=== pipe_ctrl_flat ===
pipe_ctrl_flat/logic_types.png
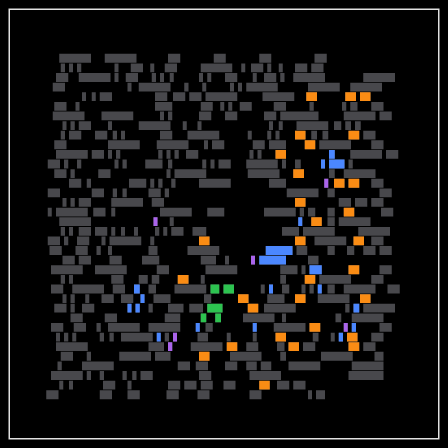

### src/rtl/pipe_ctrl_if.sv
// Stall/flush control bundle between the pipeline stages and the central sequencer.
// The master side is the sequencer; the slave side is the pipeline/fetch logic.
interface pipe_ctrl_if #(
    parameter int ADDR_W = 32,
    parameter int CNT_W  = 32
);
    logic              if_stallreq;
    logic              id_stallreq;
    logic              ex_stallreq;
    logic              mem_stallreq;
    logic              excp_req;
    logic [ADDR_W-1:0] excp_target;
    logic [4:0]        stall;
    logic              flush;
    logic              redirect_valid;
    logic [ADDR_W-1:0] redirect_pc;
    logic [CNT_W-1:0]  stall_cycles;

    modport master (
        input  if_stallreq, id_stallreq, ex_stallreq, mem_stallreq,
        input  excp_req, excp_target,
        output stall, flush, redirect_valid, redirect_pc, stall_cycles
    );

    modport slave (
        output if_stallreq, id_stallreq, ex_stallreq, mem_stallreq,
        output excp_req, excp_target,
        input  stall, flush, redirect_valid, redirect_pc, stall_cycles
    );
endinterface

### src/rtl/pipe_ctrl.sv
// Central stall/flush sequencer for the IF/ID/EX/MEM/WB pipeline: stall priority,
// exception flush with a held fetch redirect, and a stall-cycle counter.
module pipe_ctrl #(
    parameter int CNT_W  = 32,
    parameter int ADDR_W = 32
) (
    input  logic       clk,
    input  logic       rst_n,
    pipe_ctrl_if.master bus
);
    typedef enum logic [1:0] {
        RUN        = 2'b00,
        FLUSH      = 2'b01,
        REDIR_WAIT = 2'b10
    } state_t;

    state_t            state;
    state_t            state_nxt;
    logic [4:0]        stall_run;
    logic [4:0]        stall_c;
    logic              flush_c;
    logic              redir_c;
    logic              accept;
    logic [ADDR_W-1:0] redirect_pc_r;
    logic [CNT_W-1:0]  stall_cnt;

    // Oldest requesting stage wins; everything younger than it is held too.
    always_comb begin
        stall_run = 5'b00000;
        if (bus.mem_stallreq)
            stall_run = 5'b01111;
        else if (bus.ex_stallreq)
            stall_run = 5'b00111;
        else if (bus.id_stallreq)
            stall_run = 5'b00011;
        else if (bus.if_stallreq)
            stall_run = 5'b00001;
    end

    always_comb begin
        state_nxt = RUN;
        stall_c   = 5'b00000;
        flush_c   = 1'b0;
        redir_c   = 1'b0;
        accept    = 1'b0;
        case (state)
            RUN: begin
                stall_c   = stall_run;
                accept    = bus.excp_req & ~bus.mem_stallreq;
                state_nxt = accept ? FLUSH : RUN;
            end
            FLUSH: begin
                flush_c   = 1'b1;
                redir_c   = 1'b1;
                state_nxt = bus.if_stallreq ? REDIR_WAIT : RUN;
            end
            REDIR_WAIT: begin
                redir_c   = 1'b1;
                stall_c   = 5'b00001;
                state_nxt = bus.if_stallreq ? REDIR_WAIT : RUN;
            end
            default: state_nxt = RUN;
        endcase
    end

    always_ff @(posedge clk or negedge rst_n) begin
        if (!rst_n) begin
            state         <= RUN;
            redirect_pc_r <= '0;
            stall_cnt     <= '0;
        end else begin
            state <= state_nxt;
            if (accept)
                redirect_pc_r <= bus.excp_target;
            if (bus.stall != 5'b00000)
                stall_cnt <= stall_cnt + CNT_W'(1);
        end
    end

    // Stall is combinational on the requests, so it must be masked explicitly during reset.
    assign bus.stall          = rst_n ? stall_c : 5'b00000;
    assign bus.flush          = flush_c;
    assign bus.redirect_valid = redir_c;
    assign bus.redirect_pc    = redirect_pc_r;
    assign bus.stall_cycles   = stall_cnt;
endmodule

### src/flat_wrapper.sv
// flat-port wrapper written by rule: the top's interface ports become plain ports
module pipe_ctrl_flat 
#(
    parameter int CNT_W  = 32,
    parameter int ADDR_W = 32
)
  (clk, rst_n, bus_if_stallreq, bus_id_stallreq, bus_ex_stallreq, bus_mem_stallreq, bus_excp_req, bus_excp_target, bus_stall, bus_flush, bus_redirect_valid, bus_redirect_pc, bus_stall_cycles);
  pipe_ctrl_if #(.ADDR_W(ADDR_W), .CNT_W(CNT_W)) bus_i ();
  input  logic clk;
  input  logic rst_n;
  input wire logic [$bits(bus_i.if_stallreq)-1:0] bus_if_stallreq;
  input wire logic [$bits(bus_i.id_stallreq)-1:0] bus_id_stallreq;
  input wire logic [$bits(bus_i.ex_stallreq)-1:0] bus_ex_stallreq;
  input wire logic [$bits(bus_i.mem_stallreq)-1:0] bus_mem_stallreq;
  input wire logic [$bits(bus_i.excp_req)-1:0] bus_excp_req;
  input wire logic [$bits(bus_i.excp_target)-1:0] bus_excp_target;
  output wire logic [$bits(bus_i.stall)-1:0] bus_stall;
  output wire logic [$bits(bus_i.flush)-1:0] bus_flush;
  output wire logic [$bits(bus_i.redirect_valid)-1:0] bus_redirect_valid;
  output wire logic [$bits(bus_i.redirect_pc)-1:0] bus_redirect_pc;
  output wire logic [$bits(bus_i.stall_cycles)-1:0] bus_stall_cycles;
  assign bus_i.if_stallreq = bus_if_stallreq;
  assign bus_i.id_stallreq = bus_id_stallreq;
  assign bus_i.ex_stallreq = bus_ex_stallreq;
  assign bus_i.mem_stallreq = bus_mem_stallreq;
  assign bus_i.excp_req = bus_excp_req;
  assign bus_i.excp_target = bus_excp_target;
  assign bus_stall = bus_i.stall;
  assign bus_flush = bus_i.flush;
  assign bus_redirect_valid = bus_i.redirect_valid;
  assign bus_redirect_pc = bus_i.redirect_pc;
  assign bus_stall_cycles = bus_i.stall_cycles;
  pipe_ctrl #(.CNT_W(CNT_W), .ADDR_W(ADDR_W)) u_core (.clk(clk), .rst_n(rst_n), .bus(bus_i));
endmodule
### config.mk
export PLATFORM = sky130hd
export DESIGN_NAME = pipe_ctrl_flat
export DESIGN_NICKNAME = d
export VERILOG_FILES = /design/src/rtl/pipe_ctrl_if.sv /design/src/rtl/pipe_ctrl.sv /design/src/flat_wrapper.sv
export SDC_FILE = /design/constraint.sdc
export NUM_CORES = 1
export LEC_CHECK = 0
export CELL_PAD_IN_SITES_DETAIL_PLACEMENT = 1
export CELL_PAD_IN_SITES_GLOBAL_PLACEMENT = 2
export CORE_MARGIN = 10
export CORE_UTILIZATION = 28
export CTS_CLUSTER_DIAMETER = 120
export DETAILED_ROUTE_END_ITERATION = 12
export GPL_TIMING_DRIVEN = 0
export PLACE_DENSITY_LB_ADDON = 0.15
export RECOVER_POWER = 50
export SKIP_CTS_REPAIR_TIMING = 1
export SKIP_LAST_GASP = 1
export SYNTH_ARGS = -nofsm -noshare
export SYNTH_HDL_FRONTEND = slang
export SYNTH_SLANG_ARGS = --single-unit
### constraint.sdc
create_clock -name clk -period 4.5 [get_ports clk]
set_clock_uncertainty 0.05 [all_clocks]
set_input_delay 1.125 -clock clk [delete_from_list [all_inputs] [get_ports clk]]
set_output_delay 1.125 -clock clk [all_outputs]
set_load 0.02 [all_outputs]
=== switch_sum_arbiter_flat ===
`src/rtl/switch_sum_arbiter_pkg.sv`:
```
// Shared types for the switch-sum arbiter: switch pair, sum and response FSM state.
package switch_pkg;
  localparam int SW_PAIR_W = 2;
  localparam int SUM_W     = 2;

  typedef logic [SW_PAIR_W-1:0] sw_pair_t;
  typedef logic [SUM_W-1:0]     sum_t;

  typedef enum logic {
    RSP_EMPTY = 1'b0,
    RSP_FULL  = 1'b1
  } rsp_state_t;

  // Zero-extended add of the two switch bits; result is 0..2 and cannot overflow.
  function automatic sum_t sw_sum(input sw_pair_t pair);
    return {1'b0, pair[0]} + {1'b0, pair[1]};
  endfunction
endpackage

```
`src/rtl/switch_sum_arbiter_if.sv`:
```
// Request/response bundle between requesters, the arbiter and the consumer.
import switch_pkg::*;

interface switch_sum_arbiter_if #(parameter int N_REQ = 4);
  localparam int ID_W = $clog2(N_REQ);

  // Request k moves when i_req_valid[k] & o_req_ready[k]; the response moves
  // when o_rsp_valid & i_rsp_ready, and rsp fields hold while stalled.
  logic [N_REQ-1:0]   i_req_valid;
  logic [2*N_REQ-1:0] i_req_data;
  logic [N_REQ-1:0]   o_req_ready;
  logic               o_rsp_valid;
  sum_t               o_rsp_data;
  logic [ID_W-1:0]    o_rsp_id;
  logic               i_rsp_ready;
  logic               o_busy;
  rsp_state_t         dbg_state;

  modport slave (
    input  i_req_valid, i_req_data, i_rsp_ready,
    output o_req_ready, o_rsp_valid, o_rsp_data, o_rsp_id, o_busy, dbg_state
  );

  modport master (
    output i_req_valid, i_req_data, i_rsp_ready,
    input  o_req_ready, o_rsp_valid, o_rsp_data, o_rsp_id, o_busy, dbg_state
  );
endinterface

```
`src/rtl/switch_sum_arbiter_rr_arbiter.sv`:
```
// Combinational round-robin grant: first set request at or after ptr, wrapping.
module rr_arbiter #(
  parameter int N    = 4,
  parameter int ID_W = $clog2(N)
) (
  input  logic [N-1:0]    req,
  input  logic            enable,
  input  logic [ID_W-1:0] ptr,
  output logic [N-1:0]    gnt,
  output logic [ID_W-1:0] gnt_idx
);
  logic found;
  int   idx;

  always_comb begin
    gnt     = '0;
    gnt_idx = '0;
    found   = 1'b0;
    idx     = 0;
    for (int i = 0; i < N; i++) begin
      idx = int'(ptr) + i;
      if (idx >= N) idx = idx - N;
      if (enable && !found && req[ID_W'(idx)]) begin
        found                = 1'b1;
        gnt[ID_W'(idx)]      = 1'b1;
        gnt_idx              = ID_W'(idx);
      end
    end
  end
endmodule

```
`src/rtl/switch_sum_arbiter.sv`:
```
// Round-robin shared switch-sum datapath with a one-entry tagged response register.
import switch_pkg::*;

module switch_sum_arbiter #(
  parameter  int N_REQ = 4,
  localparam int ID_W  = $clog2(N_REQ)
) (
  input  logic                 i_clk,
  input  logic                 i_rst_n,
  switch_sum_arbiter_if.slave  bus
);
  rsp_state_t      state, next_state;
  logic [ID_W-1:0] rr_ptr;
  logic [N_REQ-1:0] gnt;
  logic [ID_W-1:0] gnt_idx;
  logic            can_accept;
  logic            xfer;
  sw_pair_t        pair;
  sum_t            rsp_data;
  logic [ID_W-1:0] rsp_id;

  // A drain and a refill may share a cycle, so a full slot still accepts when ready.
  assign can_accept = (state == RSP_EMPTY) || bus.i_rsp_ready;
  assign xfer       = |gnt;

  rr_arbiter #(.N(N_REQ), .ID_W(ID_W)) u_arb (
    .req     (bus.i_req_valid),
    .enable  (can_accept),
    .ptr     (rr_ptr),
    .gnt     (gnt),
    .gnt_idx (gnt_idx)
  );

  always_comb begin
    pair = '0;
    for (int k = 0; k < N_REQ; k++) begin
      if (gnt[k]) pair = pair | bus.i_req_data[2*k +: 2];
    end
  end

  always_comb begin
    next_state = state;
    case (state)
      RSP_EMPTY: if (xfer) next_state = RSP_FULL;
      RSP_FULL:  if (bus.i_rsp_ready && !xfer) next_state = RSP_EMPTY;
      default:   next_state = RSP_EMPTY;
    endcase
  end

  always_ff @(posedge i_clk or negedge i_rst_n) begin
    if (!i_rst_n) begin
      state    <= RSP_EMPTY;
      rr_ptr   <= '0;
      rsp_data <= '0;
      rsp_id   <= '0;
    end else begin
      state <= next_state;
      if (xfer) begin
        rsp_data <= sw_sum(pair);
        rsp_id   <= gnt_idx;
        rr_ptr   <= (gnt_idx == ID_W'(N_REQ - 1)) ? '0 : gnt_idx + 1'b1;
      end
    end
  end

  assign bus.o_req_ready = gnt;
  assign bus.o_rsp_valid = (state == RSP_FULL);
  assign bus.o_rsp_data  = rsp_data;
  assign bus.o_rsp_id    = rsp_id;
  assign bus.o_busy      = (|bus.i_req_valid) || (state == RSP_FULL);
  assign bus.dbg_state   = state;
endmodule

```
`src/flat_wrapper.sv`:
```
// flat-port wrapper written by rule: the top's interface ports become plain ports
module switch_sum_arbiter_flat 
#(
  parameter  int N_REQ = 4,
  localparam int ID_W  = $clog2(N_REQ)
)
  (i_clk, i_rst_n, bus_i_req_valid, bus_i_req_data, bus_i_rsp_ready, bus_o_req_ready, bus_o_rsp_valid, bus_o_rsp_data, bus_o_rsp_id, bus_o_busy, bus_dbg_state);
  switch_sum_arbiter_if #(.N_REQ(N_REQ)) bus_i ();
  input  logic i_clk;
  input  logic i_rst_n;
  input wire logic [$bits(bus_i.i_req_valid)-1:0] bus_i_req_valid;
  input wire logic [$bits(bus_i.i_req_data)-1:0] bus_i_req_data;
  input wire logic [$bits(bus_i.i_rsp_ready)-1:0] bus_i_rsp_ready;
  output wire logic [$bits(bus_i.o_req_ready)-1:0] bus_o_req_ready;
  output wire logic [$bits(bus_i.o_rsp_valid)-1:0] bus_o_rsp_valid;
  output wire logic [$bits(bus_i.o_rsp_data)-1:0] bus_o_rsp_data;
  output wire logic [$bits(bus_i.o_rsp_id)-1:0] bus_o_rsp_id;
  output wire logic [$bits(bus_i.o_busy)-1:0] bus_o_busy;
  output wire logic [$bits(bus_i.dbg_state)-1:0] bus_dbg_state;
  assign bus_i.i_req_valid = bus_i_req_valid;
  assign bus_i.i_req_data = bus_i_req_data;
  assign bus_i.i_rsp_ready = bus_i_rsp_ready;
  assign bus_o_req_ready = bus_i.o_req_ready;
  assign bus_o_rsp_valid = bus_i.o_rsp_valid;
  assign bus_o_rsp_data = bus_i.o_rsp_data;
  assign bus_o_rsp_id = bus_i.o_rsp_id;
  assign bus_o_busy = bus_i.o_busy;
  assign bus_dbg_state = bus_i.dbg_state;
  switch_sum_arbiter #(.N_REQ(N_REQ)) u_core (.i_clk(i_clk), .i_rst_n(i_rst_n), .bus(bus_i));
endmodule
```
`config.mk`:
```
export PLATFORM = sky130hd
export DESIGN_NAME = switch_sum_arbiter_flat
export DESIGN_NICKNAME = d
export VERILOG_FILES = /design/src/rtl/switch_sum_arbiter_pkg.sv /design/src/rtl/switch_sum_arbiter_if.sv /design/src/rtl/switch_sum_arbiter_rr_arbiter.sv /design/src/rtl/switch_sum_arbiter.sv /design/src/flat_wrapper.sv
export SDC_FILE = /design/constraint.sdc
export NUM_CORES = 1
export LEC_CHECK = 0
export CORE_ASPECT_RATIO = 1.4
export CORE_MARGIN = 2
export CORE_UTILIZATION = 30
export DETAILED_ROUTE_END_ITERATION = 8
export GPL_TIMING_DRIVEN = 0
export PLACE_DENSITY = 0.56
export SLEW_MARGIN = 30
export SYNTH_ARGS = -nofsm -noshare
export SYNTH_HDL_FRONTEND = slang
export SYNTH_SLANG_ARGS = --single-unit
export TNS_END_PERCENT = 10
```
`constraint.sdc`:
```
create_clock -name i_clk -period 4.3 [get_ports i_clk]
set_clock_uncertainty 0.05 [all_clocks]
set_input_delay 0.86 -clock i_clk [delete_from_list [all_inputs] [get_ports i_clk]]
set_output_delay 0.86 -clock i_clk [all_outputs]
set_load 0.05 [all_outputs]
```
pipe_ctrl_flat/clocks.png
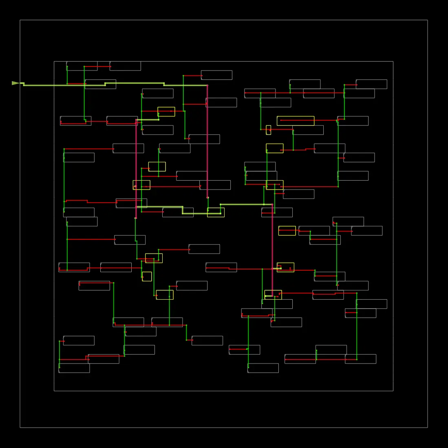
Clock Sinks: 66
CLK BUF: 12

Notes on pipe_ctrl_flat/logic_types.png above:
Key: xor and xnor cells = orange [cells 31]; inv cells = purple [cells 6]; nor cells = blue [cells 19]; aoi and oai cells = green [cells 5]
most numerous logic cell after layout: nand2_1
final non-filler cell total: 544

==> GITHUB_STEP_SUMMARY, pipe_ctrl_flat <==
### Metrics collected by this job

| Metric | Value |
|---|---|
| Vias/cell | `4.35` |
| Hold Crit Class | `reg -> reg` |
| Fa+ha+maj area frac | `2.19%` |
| Plain + repair buffers | `between 100 and 150` |
| Metal3 WL | `1020 um` |
| Worst R2R Setup Slack | `2.46 ns` |
| Basic Gates by Area | `26.5%` |
| Fillers | `1115` |
| Synthesized instance count | `288` |
| Die H | `121 um` |
| Root Driver | `clkbuf_8` |
| Unique cell types | `33` |
| Largest net degree at the start of global routing | `44` |
| Status | `completed` |
| CP max-delay cell | `clkdlybuf4s50_1` |
| Crit-path max FO | `5` |
| First-pass GRT wire length | `13900 um` |
| Full die area | `14700 um2` |
| Max Cap Violations | `0` |
| Critical Path Source | `bus_mem_stallreq` |
| RSZ-0062 raised after global routing | `false` |
| M1 WL | `3590 um` |
| Tool warnings | `29` |
| Tcrit/Tclk final | `94.3%` |
switch_sum_arbiter_flat/clocks.png
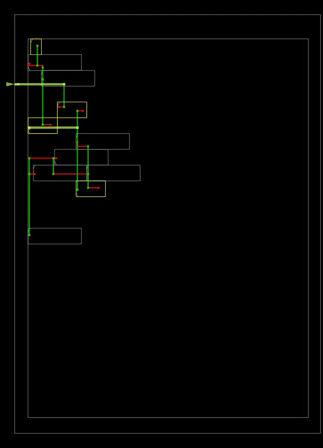
total CTS buffers: 3
flop count: 7
Insertion Delay late pin: 0.22 ns
Clock Sinks: 7

==> GITHUB_STEP_SUMMARY, switch_sum_arbiter_flat <==
### Metrics collected by this job

| Metric | Value |
|---|---|
| Status | `completed` |
| R2R cell count | `13` |
| GRT Max-Usage Layer | `met2` |
| Worst hold margin | `0.457 ns` |
| Mapped cell area | `about 1000 um2` |
| Yosys chip area | `996 um2` |
| Top cells by area | `dfrtp_1 (18%), ha_1 (11%), mux4_2 (9.0%), mux2_4 (6.0%), mux2i_1 (4.0%)` |
| Unique cell types | `46` |
| Post-CTS Repair Setup Buffers | `0` |
| DP Area | `around 1300 um2` |
| Largest net degree at the start of global routing | `11` |
| Area grow syn2layout | `35.6%` |
| Tool warnings | `33` |
| Detailed-route wire length per cell | `about 15 um` |
| H-tree levels | `1` |
| Basic Gates by Area | `22.4%` |
| Tcrit/Tclk final | `a little over nine tenths` |
| Die Wd | `52.7 um` |
| Fa+ha+maj area frac | `11.3%` |
| M1 WL | `1150 um` |
| Share of post-route cells with drive strength above 1 | `25.5%` |
| Nature of the critical path endpoint | `output pin` |
| Cts repair resizes | `19` |

==> screenshots <==
Supply network.
Pins as bars on the die edge.
(a)
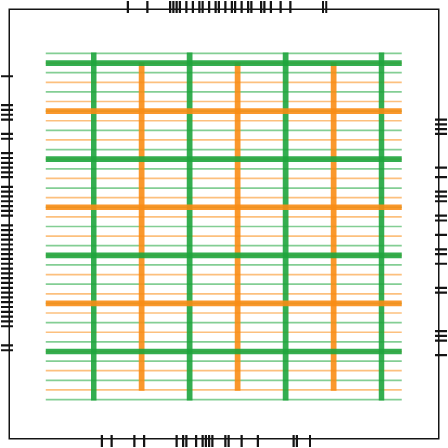
(b)
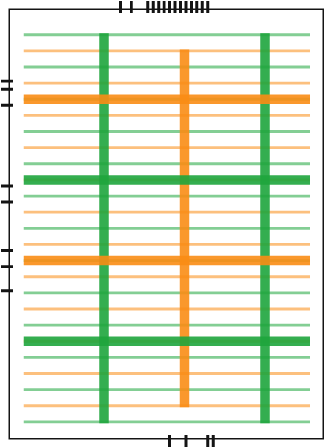
The one with the most pins is (a).
The one with the largest die is (a).
switch_sum_arbiter_flat is (b).
pipe_ctrl_flat is (a).


